=== instr_fetch_unit ===
instr_fetch_unit/io_placement.png
Scale: 0.5 px per micron. Pins as bars across the die edge, other pins in gray.
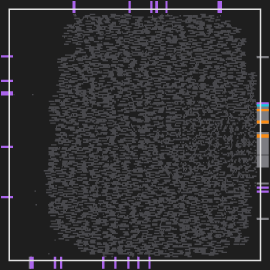

[config.mk]
export PLATFORM = sky130hd
export DESIGN_NAME = instr_fetch_unit
export DESIGN_NICKNAME = d
export VERILOG_FILES = /design/src/rtl/instr_fetch_unit.sv
export SDC_FILE = /design/constraint.sdc
export NUM_CORES = 2
export LEC_CHECK = 0
export CAP_MARGIN = 20
export CORE_MARGIN = 5
export CORE_UTILIZATION = 35
export DETAILED_ROUTE_END_ITERATION = 10
export PLACE_DENSITY = 0.47
export SLEW_MARGIN = 20
export SYNTH_ARGS = -nofsm -noshare
export SYNTH_HDL_FRONTEND = slang
export SYNTH_SLANG_ARGS = --single-unit
export TNS_END_PERCENT = 1
[constraint.sdc]
create_clock -name clock -period 4.8 [get_ports clock]
set_input_delay 0.72 -clock clock [delete_from_list [all_inputs] [get_ports clock]]
set_output_delay 0.72 -clock clock [all_outputs]
set_load 0.02 [all_outputs]
[src/rtl/instr_fetch_unit.sv]
// Instruction fetch sequencer: fetches from a small loadable instruction memory,
// issues one instruction every ISSUE_GAP+2 cycles and resolves j/beq for the next PC.
module instr_fetch_unit #(
  parameter int unsigned IMEM_DEPTH = 64,
  parameter int unsigned ISSUE_GAP  = 8,
  parameter logic [31:0] HALT_WORD  = 32'hFFFFFFFF
) (
  input  logic        clock,
  input  logic        reset,
  input  logic        run,
  input  logic        load_en,
  input  logic [5:0]  load_addr,
  input  logic [31:0] load_data,
  input  logic        br_zero,
  output logic [31:0] instrword,
  output logic        newinstr,
  output logic [31:0] pc_out,
  output logic        halted,
  output logic        busy
);

  typedef enum logic [2:0] {
    S_IDLE,
    S_FETCH,
    S_ISSUE,
    S_WAIT,
    S_HALT
  } state_t;

  state_t      state;
  logic [31:0] pc;
  logic [7:0]  gap_cnt;
  logic [31:0] imem [IMEM_DEPTH];
  logic [31:0] fetch_word;
  logic [31:0] pc4;
  logic [31:0] br_off;
  logic [31:0] pc_next;
  logic [5:0]  opcode;

  assign fetch_word = imem[pc[7:2]];
  assign pc_out     = pc;
  assign opcode     = instrword[31:26];

  always_comb begin
    pc4     = pc + 32'd4;
    br_off  = {{14{instrword[15]}}, instrword[15:0], 2'b00};
    pc_next = pc4;
    if (opcode == 6'd2)
      pc_next = {pc4[31:28], instrword[25:0], 2'b00};
    else if (opcode == 6'd4 && br_zero)
      pc_next = pc4 + br_off;
  end

  // Memory is deliberately outside the reset domain so a reset keeps the program.
  always_ff @(posedge clock) begin
    if (load_en && (state == S_IDLE || state == S_HALT))
      imem[load_addr] <= load_data;
  end

  always_ff @(posedge clock or negedge reset) begin
    if (!reset) begin
      state     <= S_IDLE;
      pc        <= '0;
      instrword <= '0;
      newinstr  <= 1'b0;
      halted    <= 1'b0;
      busy      <= 1'b0;
      gap_cnt   <= '0;
    end else begin
      newinstr <= 1'b0;
      unique case (state)
        S_IDLE: begin
          if (run) begin
            state <= S_FETCH;
            busy  <= 1'b1;
          end
        end
        S_FETCH: begin
          if (fetch_word == HALT_WORD) begin
            state  <= S_HALT;
            halted <= 1'b1;
            busy   <= 1'b0;
          end else begin
            instrword <= fetch_word;
            newinstr  <= 1'b1;
            state     <= S_ISSUE;
          end
        end
        S_ISSUE: begin
          gap_cnt <= 8'(ISSUE_GAP - 1);
          state   <= S_WAIT;
        end
        S_WAIT: begin
          // br_zero only matters on this exit edge; pc_next is ignored otherwise.
          if (gap_cnt == 8'd0) begin
            pc <= pc_next;
            if (run) begin
              state <= S_FETCH;
            end else begin
              state <= S_IDLE;
              busy  <= 1'b0;
            end
          end else begin
            gap_cnt <= gap_cnt - 8'd1;
          end
        end
        S_HALT: begin
          if (!run) begin
            state  <= S_IDLE;
            halted <= 1'b0;
          end
        end
        default: state <= S_IDLE;
      endcase
    end
  end

endmodule
=== serial_adder8_flat ===
## src/rtl/serial_adder8_if.sv

```systemverilog
// rtl/serial_adder8_if.sv - start/busy/done handshake bundle for the bit-serial adder
interface serial_adder8_if #(
    parameter int WIDTH = 8
);
    logic             start;
    logic [WIDTH-1:0] a;
    logic [WIDTH-1:0] b;
    logic             busy;
    logic             done;
    logic [WIDTH-1:0] sum;
    logic             cout;

    modport master (
        output start, a, b,
        input  busy, done, sum, cout
    );

    modport slave (
        input  start, a, b,
        output busy, done, sum, cout
    );
endinterface

```

## src/rtl/serial_adder8.sv

```systemverilog
// rtl/serial_adder8.sv - bit-serial unsigned adder, one full-adder stage reused WIDTH times
module serial_adder8 #(
    parameter int WIDTH = 8
) (
    input  logic           clk,
    input  logic           rst_n,
    serial_adder8_if.slave bus
);
    localparam int CW = $clog2(WIDTH + 1);

    typedef enum logic [1:0] {
        IDLE  = 2'd0,
        SHIFT = 2'd1,
        DONE  = 2'd2
    } state_t;

    state_t           state;
    state_t           state_next;
    logic [WIDTH-1:0] op_a;
    logic [WIDTH-1:0] op_b;
    logic [WIDTH-1:0] res;
    logic [WIDTH-1:0] sum_r;
    logic             cout_r;
    logic             carry;
    logic [CW-1:0]    count;
    logic             accept;
    logic             last;
    logic             bit_sum;
    logic             carry_next;

    // one full-adder stage working on the current LSBs
    always_comb begin
        bit_sum    = op_a[0] ^ op_b[0] ^ carry;
        carry_next = (op_a[0] & op_b[0]) | (op_a[0] & carry) | (op_b[0] & carry);
    end

    // state register
    always_ff @(posedge clk) begin
        if (!rst_n) begin
            state <= IDLE;
        end else begin
            state <= state_next;
        end
    end

    // next state; DONE accepts a new start directly so back-to-back runs skip IDLE
    always_comb begin
        state_next = state;
        accept     = 1'b0;
        last       = 1'b0;
        case (state)
            IDLE: begin
                if (bus.start) begin
                    accept     = 1'b1;
                    state_next = SHIFT;
                end
            end
            SHIFT: begin
                if (count == CW'(WIDTH - 1)) begin
                    last       = 1'b1;
                    state_next = DONE;
                end
            end
            DONE: begin
                if (bus.start) begin
                    accept     = 1'b1;
                    state_next = SHIFT;
                end else begin
                    state_next = IDLE;
                end
            end
            default: state_next = IDLE;
        endcase
    end

    // operand capture, serial shifting and result publication on the final bit
    always_ff @(posedge clk) begin
        if (!rst_n) begin
            op_a   <= '0;
            op_b   <= '0;
            res    <= '0;
            carry  <= 1'b0;
            count  <= '0;
            sum_r  <= '0;
            cout_r <= 1'b0;
        end else if (accept) begin
            op_a  <= bus.a;
            op_b  <= bus.b;
            carry <= 1'b0;
            count <= '0;
        end else if (state == SHIFT) begin
            op_a  <= op_a >> 1;
            op_b  <= op_b >> 1;
            carry <= carry_next;
            res   <= {bit_sum, res[WIDTH-1:1]};
            count <= count + 1'b1;
            if (last) begin
                sum_r  <= {bit_sum, res[WIDTH-1:1]};
                cout_r <= carry_next;
            end
        end
    end

    assign bus.busy = (state == SHIFT);
    assign bus.done = (state == DONE);
    assign bus.sum  = sum_r;
    assign bus.cout = cout_r;
endmodule

```

## src/flat_wrapper.sv

```systemverilog
// flat-port wrapper written by rule: the top's interface ports become plain ports
module serial_adder8_flat 
#(
    parameter int WIDTH = 8
)
  (clk, rst_n, bus_start, bus_a, bus_b, bus_busy, bus_done, bus_sum, bus_cout);
  serial_adder8_if #(.WIDTH(WIDTH)) bus_i ();
  input  logic clk;
  input  logic rst_n;
  input wire logic [$bits(bus_i.start)-1:0] bus_start;
  input wire logic [$bits(bus_i.a)-1:0] bus_a;
  input wire logic [$bits(bus_i.b)-1:0] bus_b;
  output wire logic [$bits(bus_i.busy)-1:0] bus_busy;
  output wire logic [$bits(bus_i.done)-1:0] bus_done;
  output wire logic [$bits(bus_i.sum)-1:0] bus_sum;
  output wire logic [$bits(bus_i.cout)-1:0] bus_cout;
  assign bus_i.start = bus_start;
  assign bus_i.a = bus_a;
  assign bus_i.b = bus_b;
  assign bus_busy = bus_i.busy;
  assign bus_done = bus_i.done;
  assign bus_sum = bus_i.sum;
  assign bus_cout = bus_i.cout;
  serial_adder8 #(.WIDTH(WIDTH)) u_core (.clk(clk), .rst_n(rst_n), .bus(bus_i));
endmodule
```

## config.mk

```make
export PLATFORM = sky130hd
export DESIGN_NAME = serial_adder8_flat
export DESIGN_NICKNAME = d
export VERILOG_FILES = /design/src/rtl/serial_adder8_if.sv /design/src/rtl/serial_adder8.sv /design/src/flat_wrapper.sv
export SDC_FILE = /design/constraint.sdc
export NUM_CORES = 1
export LEC_CHECK = 0
export ABC_AREA = 1
export ABC_CLOCK_PERIOD_IN_PS = 1800
export CAP_MARGIN = 10
export CORE_ASPECT_RATIO = 1.25
export CORE_UTILIZATION = 50
export CTS_CLUSTER_DIAMETER = 30
export DETAILED_ROUTE_END_ITERATION = 6
export MAX_ROUTING_LAYER = met4
export PLACE_DENSITY_LB_ADDON = 0.1
export SETUP_SLACK_MARGIN = 0.3
export SYNTH_ARGS = -nofsm -noshare
export SYNTH_HDL_FRONTEND = slang
export SYNTH_SLANG_ARGS = --single-unit
```

## constraint.sdc

```tcl
create_clock -name clk -period 1.8 [get_ports clk]
set_clock_uncertainty 0.05 [all_clocks]
set_input_delay 0.18 -clock clk [delete_from_list [all_inputs] [get_ports clk]]
set_output_delay 0.18 -clock clk [all_outputs]
set_load 0.03 [all_outputs]
```

=== fetch_stage ===
## config.mk

```make
export PLATFORM = sky130hd
export DESIGN_NAME = fetch_stage
export DESIGN_NICKNAME = d
export VERILOG_FILES = /design/src/rtl/fetch_stage.sv
export SDC_FILE = /design/constraint.sdc
export NUM_CORES = 2
export LEC_CHECK = 0
export ABC_AREA = 1
export CORE_MARGIN = 5
export CORE_UTILIZATION = 50
export DETAILED_ROUTE_END_ITERATION = 10
export PLACE_DENSITY = 0.75
export SLEW_MARGIN = 0
export SYNTH_ARGS = -nofsm -noshare
export SYNTH_HDL_FRONTEND = slang
export SYNTH_SLANG_ARGS = --single-unit
```

## constraint.sdc

```tcl
create_clock -name clk -period 5.17 [get_ports clk]
set_input_delay 1.034 -clock clk [delete_from_list [all_inputs] [get_ports clk]]
set_output_delay 1.034 -clock clk [all_outputs]
set_load 0.1 [all_outputs]
```

## src/rtl/fetch_stage.sv

```systemverilog
// LEGv8 instruction-fetch stage: PC register, local instruction memory and the
// IF/ID pipeline register feeding decode/signext.
module fetch_stage #(
  parameter int N          = 64,
  parameter int IMEM_DEPTH = 64,
  parameter int AW         = 6
) (
  input  logic          clk,
  input  logic          reset,
  input  logic          stall,
  input  logic          flush,
  input  logic          PCSrc,
  input  logic [N-1:0]  PCBranch,
  input  logic          imem_we,
  input  logic [AW-1:0] imem_waddr,
  input  logic [31:0]   imem_wdata,
  output logic [N-1:0]  pc_IF,
  output logic [31:0]   instr_ID,
  output logic [N-1:0]  pc_ID,
  output logic          valid_ID
);

  localparam logic [N-1:0] PC_STEP    = N'(4);
  localparam logic [N-1:0] ALIGN_MASK = ~(N'(3));

  typedef enum logic [2:0] {
    UPD_REDIRECT    = 3'd0,
    UPD_STALL_FLUSH = 3'd1,
    UPD_STALL       = 3'd2,
    UPD_FLUSH       = 3'd3,
    UPD_ADVANCE     = 3'd4
  } upd_e;

  logic [31:0]  imem [IMEM_DEPTH];
  logic [31:0]  fetch_word;
  logic [N-1:0] pc_seq;
  upd_e         upd;

  logic [N-1:0] pc_next;
  logic [31:0]  instr_next;
  logic [N-1:0] pc_id_next;
  logic         valid_next;

  // Upper PC bits are ignored, so fetch addresses alias modulo the memory size.
  assign fetch_word = imem[pc_IF[AW+1:2]];
  assign pc_seq     = pc_IF + PC_STEP;

  // Instruction memory write port; deliberately outside the reset domain.
  always_ff @(posedge clk) begin
    if (imem_we) begin
      imem[imem_waddr] <= imem_wdata;
    end
  end

  // Resolve which update rule applies this cycle, redirect first.
  always_comb begin
    upd = UPD_ADVANCE;
    if (PCSrc) begin
      upd = UPD_REDIRECT;
    end else if (stall && flush) begin
      upd = UPD_STALL_FLUSH;
    end else if (stall) begin
      upd = UPD_STALL;
    end else if (flush) begin
      upd = UPD_FLUSH;
    end else begin
      upd = UPD_ADVANCE;
    end
  end

  // Next PC and next IF/ID contents for the selected rule.
  always_comb begin
    pc_next    = pc_IF;
    instr_next = instr_ID;
    pc_id_next = pc_ID;
    valid_next = valid_ID;
    case (upd)
      UPD_REDIRECT: begin
        pc_next    = PCBranch & ALIGN_MASK;
        instr_next = 32'h0000_0000;
        pc_id_next = '0;
        valid_next = 1'b0;
      end
      UPD_STALL_FLUSH: begin
        pc_next    = pc_IF;
        instr_next = 32'h0000_0000;
        pc_id_next = '0;
        valid_next = 1'b0;
      end
      UPD_STALL: begin
        pc_next    = pc_IF;
        instr_next = instr_ID;
        pc_id_next = pc_ID;
        valid_next = valid_ID;
      end
      UPD_FLUSH: begin
        pc_next    = pc_seq;
        instr_next = 32'h0000_0000;
        pc_id_next = '0;
        valid_next = 1'b0;
      end
      UPD_ADVANCE: begin
        pc_next    = pc_seq;
        instr_next = fetch_word;
        pc_id_next = pc_IF;
        valid_next = 1'b1;
      end
      default: begin
        pc_next    = '0;
        instr_next = 32'h0000_0000;
        pc_id_next = '0;
        valid_next = 1'b0;
      end
    endcase
  end

  // PC and IF/ID pipeline register.
  always_ff @(posedge clk or negedge reset) begin
    if (!reset) begin
      pc_IF    <= '0;
      instr_ID <= 32'h0000_0000;
      pc_ID    <= '0;
      valid_ID <= 1'b0;
    end else begin
      pc_IF    <= pc_next;
      instr_ID <= instr_next;
      pc_ID    <= pc_id_next;
      valid_ID <= valid_next;
    end
  end

endmodule

```

=== led_ctrl ===
### src/rtl/led_ctrl.sv
// Per-channel LED mode controller (OFF / ON / BLINK) driven by single-cycle tick pulses.
// All blinking channels follow one free-running prescaler so they stay in phase.
module led_ctrl #(
    parameter int N              = 4,
    parameter int BLINK_DIV      = 25_000_000,
    parameter int LED_ACTIVE_LOW = 0
) (
    input  logic             clk,
    input  logic             reset,
    input  logic [N-1:0]     on_tick,
    input  logic [N-1:0]     off_tick,
    input  logic [N-1:0]     blink_tick,
    output logic [2*N-1:0]   mode,
    output logic             phase,
    output logic [N-1:0]     LEDS
);

    localparam int              CNT_W   = (BLINK_DIV > 1) ? $clog2(BLINK_DIV) : 1;
    localparam logic [CNT_W-1:0] CNT_MAX = CNT_W'(BLINK_DIV - 1);
    localparam logic [N-1:0]    LED_POL = (LED_ACTIVE_LOW != 0) ? {N{1'b1}} : {N{1'b0}};

    typedef enum logic [1:0] {
        MODE_OFF   = 2'b00,
        MODE_ON    = 2'b01,
        MODE_BLINK = 2'b10
    } mode_t;

    mode_t            mode_r     [N];
    mode_t            mode_nxt_s [N];
    logic [CNT_W-1:0] cnt_r;
    logic             phase_r;
    logic             phase_nxt_s;
    logic             wrap_s;
    logic [N-1:0]     lit_s;
    logic [N-1:0]     leds_r;

    // Off outranks on, which outranks blink; no tick keeps the current mode.
    function automatic mode_t next_mode(input mode_t cur, input logic off_t,
                                        input logic on_t, input logic blink_t);
        mode_t nxt;
        if (off_t) begin
            nxt = MODE_OFF;
        end else if (on_t) begin
            nxt = MODE_ON;
        end else if (blink_t) begin
            nxt = MODE_BLINK;
        end else begin
            nxt = cur;
        end
        return nxt;
    endfunction

    // Prescaler wrap detection and the phase value that will hold after this edge.
    always_comb begin
        wrap_s      = (cnt_r == CNT_MAX);
        phase_nxt_s = phase_r;
        if (wrap_s) begin
            phase_nxt_s = ~phase_r;
        end else begin
            phase_nxt_s = phase_r;
        end
    end

    // Next mode per channel and the lit state it implies after this edge.
    always_comb begin
        lit_s = {N{1'b0}};
        for (int i = 0; i < N; i++) begin
            mode_nxt_s[i] = next_mode(mode_r[i], off_tick[i], on_tick[i], blink_tick[i]);
            case (mode_nxt_s[i])
                MODE_OFF:   lit_s[i] = 1'b0;
                MODE_ON:    lit_s[i] = 1'b1;
                MODE_BLINK: lit_s[i] = phase_nxt_s;
                default:    lit_s[i] = 1'b0;
            endcase
        end
    end

    // Prescaler, shared phase, channel state machines and registered LED drive.
    always_ff @(posedge clk or negedge reset) begin
        if (!reset) begin
            cnt_r   <= {CNT_W{1'b0}};
            phase_r <= 1'b0;
            leds_r  <= LED_POL;
            for (int i = 0; i < N; i++) begin
                mode_r[i] <= MODE_OFF;
            end
        end else begin
            if (wrap_s) begin
                cnt_r <= {CNT_W{1'b0}};
            end else begin
                cnt_r <= cnt_r + CNT_W'(1);
            end
            phase_r <= phase_nxt_s;
            leds_r  <= lit_s ^ LED_POL;
            for (int i = 0; i < N; i++) begin
                mode_r[i] <= mode_nxt_s[i];
            end
        end
    end

    for (genvar g = 0; g < N; g++) begin : g_mode_pack
        assign mode[2*g +: 2] = mode_r[g];
    end

    assign phase = phase_r;
    assign LEDS  = leds_r;

endmodule

### config.mk
export PLATFORM = sky130hd
export DESIGN_NAME = led_ctrl
export DESIGN_NICKNAME = d
export VERILOG_FILES = /design/src/rtl/led_ctrl.sv
export SDC_FILE = /design/constraint.sdc
export NUM_CORES = 1
export LEC_CHECK = 0
export CORE_MARGIN = 8
export CORE_UTILIZATION = 61
export CTS_BUF_LIST = sky130_fd_sc_hd__clkbuf_2
export DETAILED_ROUTE_END_ITERATION = 10
export PLACE_DENSITY = 0.9
export SLEW_MARGIN = 40
export SYNTH_ARGS = -nofsm -noshare
export SYNTH_HDL_FRONTEND = slang
export SYNTH_SLANG_ARGS = --single-unit
### constraint.sdc
create_clock -name clk -period 3.1 [get_ports clk]
set_input_delay 0.31 -clock clk [delete_from_list [all_inputs] [get_ports clk]]
set_output_delay 0.31 -clock clk [all_outputs]
set_load 0.05 [all_outputs]
instr_fetch_unit/io_fan.png
Scale: 1 px per micron.
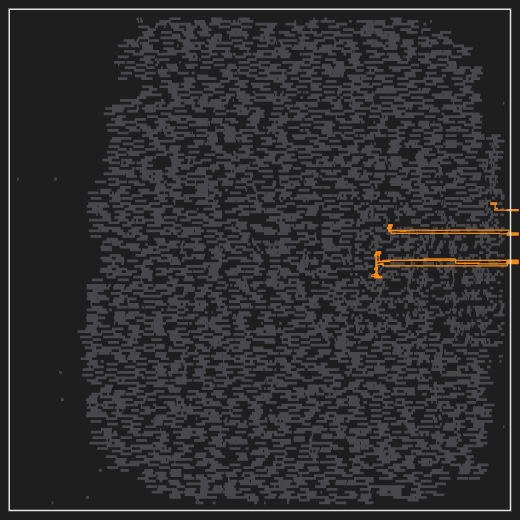
Orange marks load_addr, bits 6, direction input, edge right, end cells 17, buffers 6, wire 862 microns.

instr_fetch_unit/wires.png
Scale: 1 px per micron.
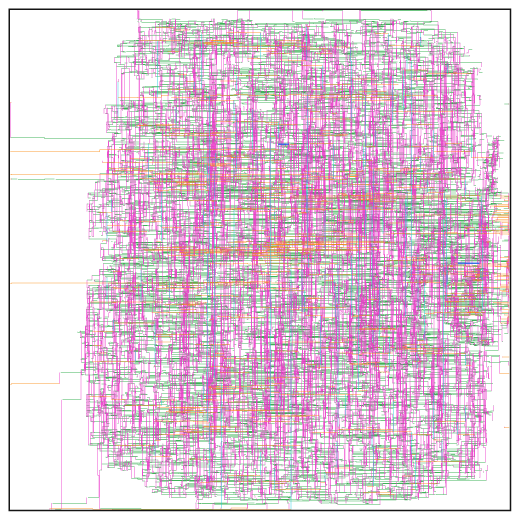
Green marks metal 1, wire length 109 mm. Orange marks metal 3, wire length 13600 microns. Magenta marks metal 2, wire length 122 mm. Cyan marks metal 4, wire length 5060 microns. Blue marks metal 5, wire length 29.4 microns.
final routed wirelength across all metal layers: 249.9 mm
count of vias placed by the detailed router: 42450
routed wire length per instance: 32.25 microns
global-route total usage across every layer: 19.83%

Notes on instr_fetch_unit/io_placement.png above:
Orange marks load_addr, pins 6, direction input, edge right. Cyan marks halted, pins 1, direction output, edge right. Purple marks load_data, pins 32, direction input, edge 11 top, 11 bottom, 6 left, 4 right.
All pins by edge: 81 right, 12 bottom, 11 top, 6 left.

==> impl_summary.log, instr_fetch_unit <==
[flow] summary of implementation run
INFO  metric status = finished clean
INFO  metric fraction_of_final_layout_cells_with_drive_strength_greater_than_1 = 26.68%
INFO  metric numSynthFlops = 2124
INFO  metric layout.cell_area.non_filler = 97960 sq um
INFO  metric netlist.area_leader.share = 73.27%
INFO  metric design.final.nets = 4481
INFO  metric timing_worst_slew_pin_value = 1089 ps
INFO  metric floorplan.initialDensity = 35.22%
INFO  metric final.hold.worst_slack = 353.2 ps
INFO  metric worst-endpoint-arrival = 5360 ps
INFO  metric most_common_cell = edfxtp_1
INFO  metric comb_cells = 1644
INFO  metric rsz0062_at_grt = false
INFO  metric mux_area_share = 15.28%
INFO  metric final.signal_inverter_count = 21
INFO  metric dieHeight = 499.7 microns
[instr_fetch_unit: flip-flops by register name, indices dropped and copies added (netlist names)]
name       flops
busy           1
instrword     32
pc_out        30
halted         1
gap_cnt        8
state          3
imem        2048
newinstr       1
[instr_fetch_unit: where the power goes]
part | total, mW | internal [mW] | switching (mW)
logic | 19.3 | 8.38 | 10.9
clock network | 16.4 | 9.30 | 7.14
registers | 21.2 | 20.7 | 0.581
total | 57.0 | 38.3 | 18.6
[instr_fetch_unit: repair_timing]
item | CTS | global route
setup endpoints to repair | 0 | 3
hold endpoints to repair | 29 | 0
resized | 0 | 2
hold buffers | 1 | 0
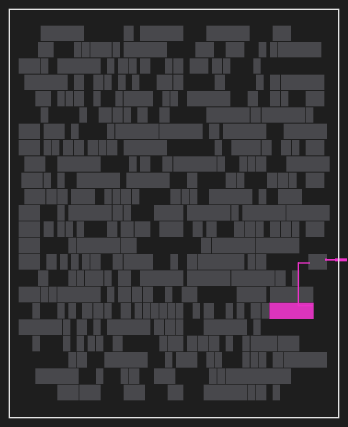
serial_adder8_flat/io_fan.png
Scale: 6 px per micron.
Magenta marks bus_cout, bits 1, direction output, edge right, end cells 1, buffers 1, wire 13.0 microns.
Boundary Pins: 30
IO Port Bufs: 29

serial_adder8_flat/io_placement.png
Scale: 4 px per micron. Pins as bars across the die edge, other pins in gray.
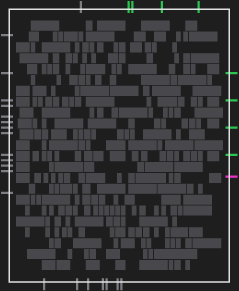
Magenta marks bus_cout, pins 1, direction output, edge right. Green marks bus_sum, pins 8, direction output, edge 4 top, 4 right.
All pins by edge: 13 left, 7 bottom, 5 top, 5 right.

==> impl_summary.log, serial_adder8_flat <==
[flow] summary of implementation run
INFO  metric first_global_vias = 1359
INFO  metric hpwl = 2.422 mm
INFO  metric floorplan.nets = 259
INFO  metric share_seq_of_total_power = 49.0%
INFO  metric wire_per_inst = 11.31 microns
INFO  metric grt_antenna_before_repair = 0
INFO  metric worst-setup-path-type = register to primary output
INFO  metric fin_util = 66.79%
INFO  metric synth.comb.largest_family = simple AND/OR/NAND/NOR gates
INFO  metric layout.nonclk_buf_share = 15.32%
INFO  metric power.share.switching = 25.16%
INFO  metric place_area = 2054 sq um
INFO  metric core = 3252 sq um
INFO  metric p_int = 1.440 mW
INFO  metric status = finished clean
INFO  metric most_common_cell = nand2_1
INFO  metric mean_cell_area_of_the_mapped_netlist = 7.281 sq um
INFO  metric gr-usage-all-layers = 22.77%
INFO  metric aoi_share = 11.70%
INFO  metric cp_num_cells = 4
INFO  metric wl_met1 = 1.595 mm
INFO  metric htree_levels = 2
INFO  metric yosys.stat.seqShare = 45.05%
INFO  metric switching_power = 0.4842 mW
INFO  metric ys_sh_adder = 1.877%
serial_adder8_flat: cell usage in the layout (no fill, tap or decap), drive strengths merged:
cell           netlist  final
clkdlybuf4s50        0     18
o21ai               22     22
nor2                35     36
a21oi               17     17
ha                   1      1
bufinv               0      1
dfxtp               39     39
fa                   1      1
inv                 34     34
clkbuf               2      6
nor3                 3      3
nor3b                2      2
buf                  8      7
clkinv               0      2
nand3               27     27
a211oi               1      1
dlygate4sd2          0      9
nand2               46     46
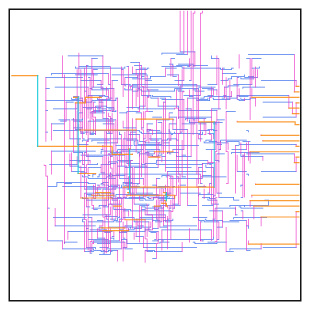
led_ctrl/wires.png
Scale: 4 px per micron.
Blue marks metal 1, wire length 1740 microns. Magenta marks metal 2, wire length 1970 microns. Cyan marks metal 4, wire length 66.0 microns. Orange marks metal 3, wire length 293 microns.

==> impl_summary.log, led_ctrl <==
[flow] summary of implementation run
INFO  metric floorplan.nets = 210
INFO  metric grtUsageMet3 = 7.025%
INFO  metric cp_num_cells = 5
INFO  metric worst-setup-path-type = register to register
INFO  metric r2r_end = LEDS[1]
INFO  metric cts_root_buffer = clkbuf_2
INFO  metric met3_length = 293 microns
INFO  metric placementRows = 20
INFO  metric rr_startpoint = cnt_r[0]
INFO  metric powerComb = 0.105 mW
INFO  metric grt_use_met2 = 27.98%
INFO  metric fraction_of_final_layout_cells_with_drive_strength_greater_than_1 = 7.798%
INFO  metric post-cts-setup-buffers = 0
INFO  metric netlist.area_leader.share = 48.84%
INFO  metric clock_latency_late_sink = 370 ps
INFO  metric port-buffer-count = 26
INFO  metric finalClockSkew = 12.13 ps
INFO  metric status = finished clean
INFO  metric routed_wl = 4.067 mm
INFO  metric power_density = 356.4 nW/um^2
INFO  metric dpl_worst_slack = 892.3 ps
INFO  metric synth-area-yosys = 1947 sq um
INFO  metric post_synth_main_area_contributors = dfrtp_1, ha_1, xnor2_1, xor2_1, nand3_1
INFO  metric p_int = 0.6053 mW
INFO  metric design.portCount = 27
INFO  metric routed_via_density = 5.832
INFO  metric final_hold_violation_count = 0
INFO  metric post_synth_inst_count = 187
INFO  metric p_clk = 0.204 mW
INFO  metric largestClassByArea = registers
INFO  metric commonest_non_fill_non_tap_cell_in_the_layout = dfrtp_1
INFO  metric critical_path_launch_point_type = register
INFO  metric timing.slew.headroom = 52.89%
INFO  metric post_synth_and_or_nand_nor_area_fraction = 24.87%
INFO  metric critPathMaxFanout = 17
INFO  metric htree_levels = 2
INFO  metric numSynthFlops = 38
INFO  metric grt_max_degree = 39
INFO  metric worstHoldPathType = input pin to async pin
INFO  metric design.die.area = 5256 sq um
INFO  metric critPathCaptureType = register
INFO  metric aoi_share = 8.162%
INFO  metric drv.max_cap_violation_count = 0
INFO  metric layout.nonclk_buf_share = 11.69%
INFO  metric fin_ws = 863.3 ps
[led_ctrl: through the flow]
stage               utilization (%)  hold WS (ps)  total power, mW  instance area, sq um
detailed placement            73.85         472.9           0.6216                  2255
floorplan                         -         14.41           0.5697                  1947
global placement              73.85         466.5           0.6172                  2255
global route                  75.00         408.7           0.8468                  2290
finish                        75.00         334.5           0.8160                  2290
CTS                           75.00         345.1           0.8250                  2290
[led_ctrl: state kept, by name, summed over array words and instances, names as in the netlist]
| register | count |
|---|---|
| phase | 1 |
| LEDS | 4 |
| mode | 8 |
| cnt_r | 25 |
fetch_stage/io_fan.png
Scale: 1 px per micron.
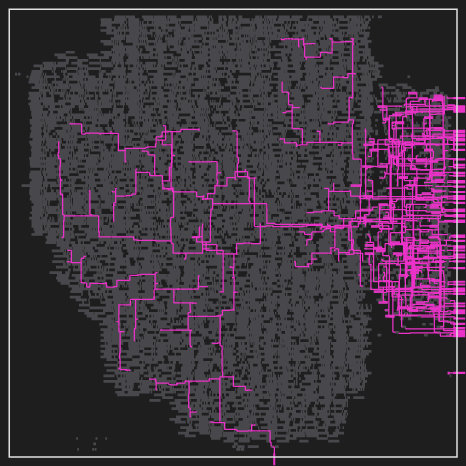
Magenta marks pc_IF, bits 64, direction output, edge 63 right, 1 bottom, end cells 64, buffers 63, wire 11800 microns.

fetch_stage/io_placement.png
Scale: 0.5 px per micron. Pins as bars across the die edge, other pins in gray.
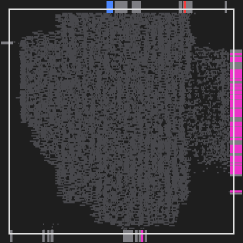
Blue marks imem_waddr, pins 6, direction input, edge top. Red marks flush, pins 1, direction input, edge top. Magenta marks pc_IF, pins 64, direction output, edge 63 right, 1 bottom.
All pins by edge: 186 right, 58 top, 23 bottom, 2 left.
IO Port Bufs: 262
chip height: 446.2 microns
Die X-Extent: 446.2 microns

==> impl_summary.log, fetch_stage <==
[flow] summary of implementation run
INFO  metric max_ffs_per_register = 2048
INFO  metric wire_per_inst = 22.67 microns
INFO  metric p_comb_share = 17.5%
INFO  metric most-common-layout-cells = nand2_1, edfxtp_1, inv_1
INFO  metric area_occupied_by_multi_input_gates = 23680 sq um
INFO  metric crit_path_start = pc_IF[3]
INFO  metric layout.cell_area.non_filler = 108100 sq um
INFO  metric antenna_left = 0
INFO  metric worstHoldPathType = input pin to async pin
INFO  metric dpl_worst_slack = 1190 ps
INFO  metric routed_via_density = 5.558
INFO  metric cpLargestDelayFamily = buffers and inverters
INFO  metric cp_cell_sequence = clkdlybuf4s50_1
INFO  metric grt_use_met2 = 43.91%
INFO  metric worst-endpoint-arrival = 3220 ps
INFO  metric detail_route.drc_violations = 0
INFO  metric cts_resized = 0
INFO  metric grtUsageMet3 = 4.942%
INFO  metric setup_viol_count_final = 0
INFO  metric layout.filler_cells = 14970
INFO  metric path_clk_slew = 60 ps
INFO  metric status = finished clean
INFO  metric num_vias = 68330
INFO  metric seq_share = 60.55%
INFO  metric slew_viol_final = 0
INFO  metric critPathBufInv = 1
==> fetch_stage: cells in the mapped netlist (all sizes together) (4+ instances only) <==
cell    count  area share, %
clkinv      4          0.016
nor2      710            2.8
o311ai      4          0.037
ha          4          0.053
edfxtp   2048             65
dfrtp     157            4.1
inv      1162            4.6
o21ai     320            1.7
nand3    1049            5.5
nor3       33           0.17
a21oi      76           0.40
nand2    3206             13
o211ai     20           0.16
buf       205            1.2
or2        55           0.36
nand4      45           0.30
clkbuf    269            1.1
nor4        9          0.059
a22o        7          0.064


==> notes/layouts.md <==
Pictures saved along the way, in no particular order.

Sequential cells grouped by signal name.
image #1
Scale: 1 px per micron. Other sequential cells in the stronger gray, the rest of the logic in the fainter gray.
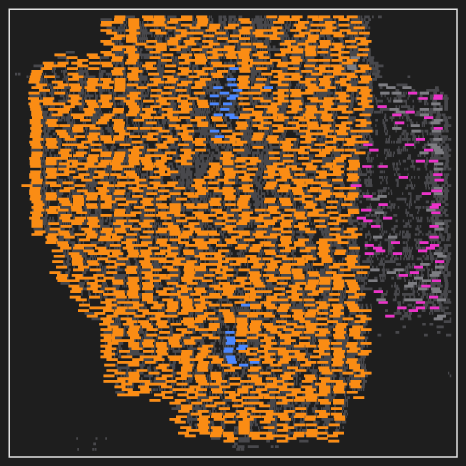
image #2
Scale: 4 px per micron. Other sequential cells in the stronger gray, the rest of the logic in the fainter gray.
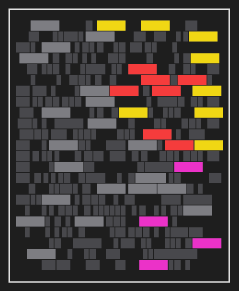
image #3
Scale: 1 px per micron. Other sequential cells in the stronger gray, the rest of the logic in the fainter gray.
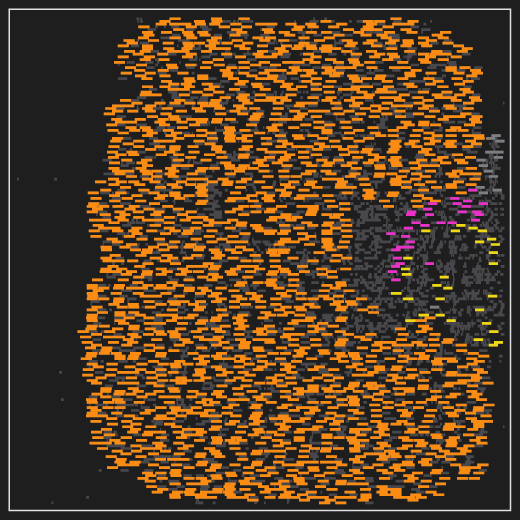
image #4
Scale: 4 px per micron. Other sequential cells in the stronger gray, the rest of the logic in the fainter gray.
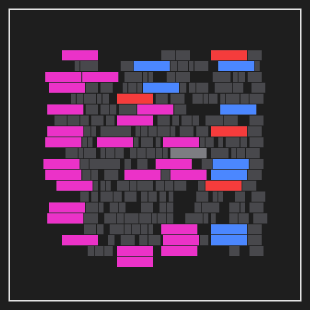
- image #3 = instr_fetch_unit
- image #2 = serial_adder8_flat
- image #4 = led_ctrl
- image #1 = fetch_stage
- largest die: image #3
- smallest die: image #2

Key to image #3:
Orange marks imem, placed flops 2048. Magenta marks instrword, placed flops 32, where right middle. Yellow marks pc_out, placed flops 30, where right middle.

Power figures rest on the tool's default switching activity, not on a simulated workload.
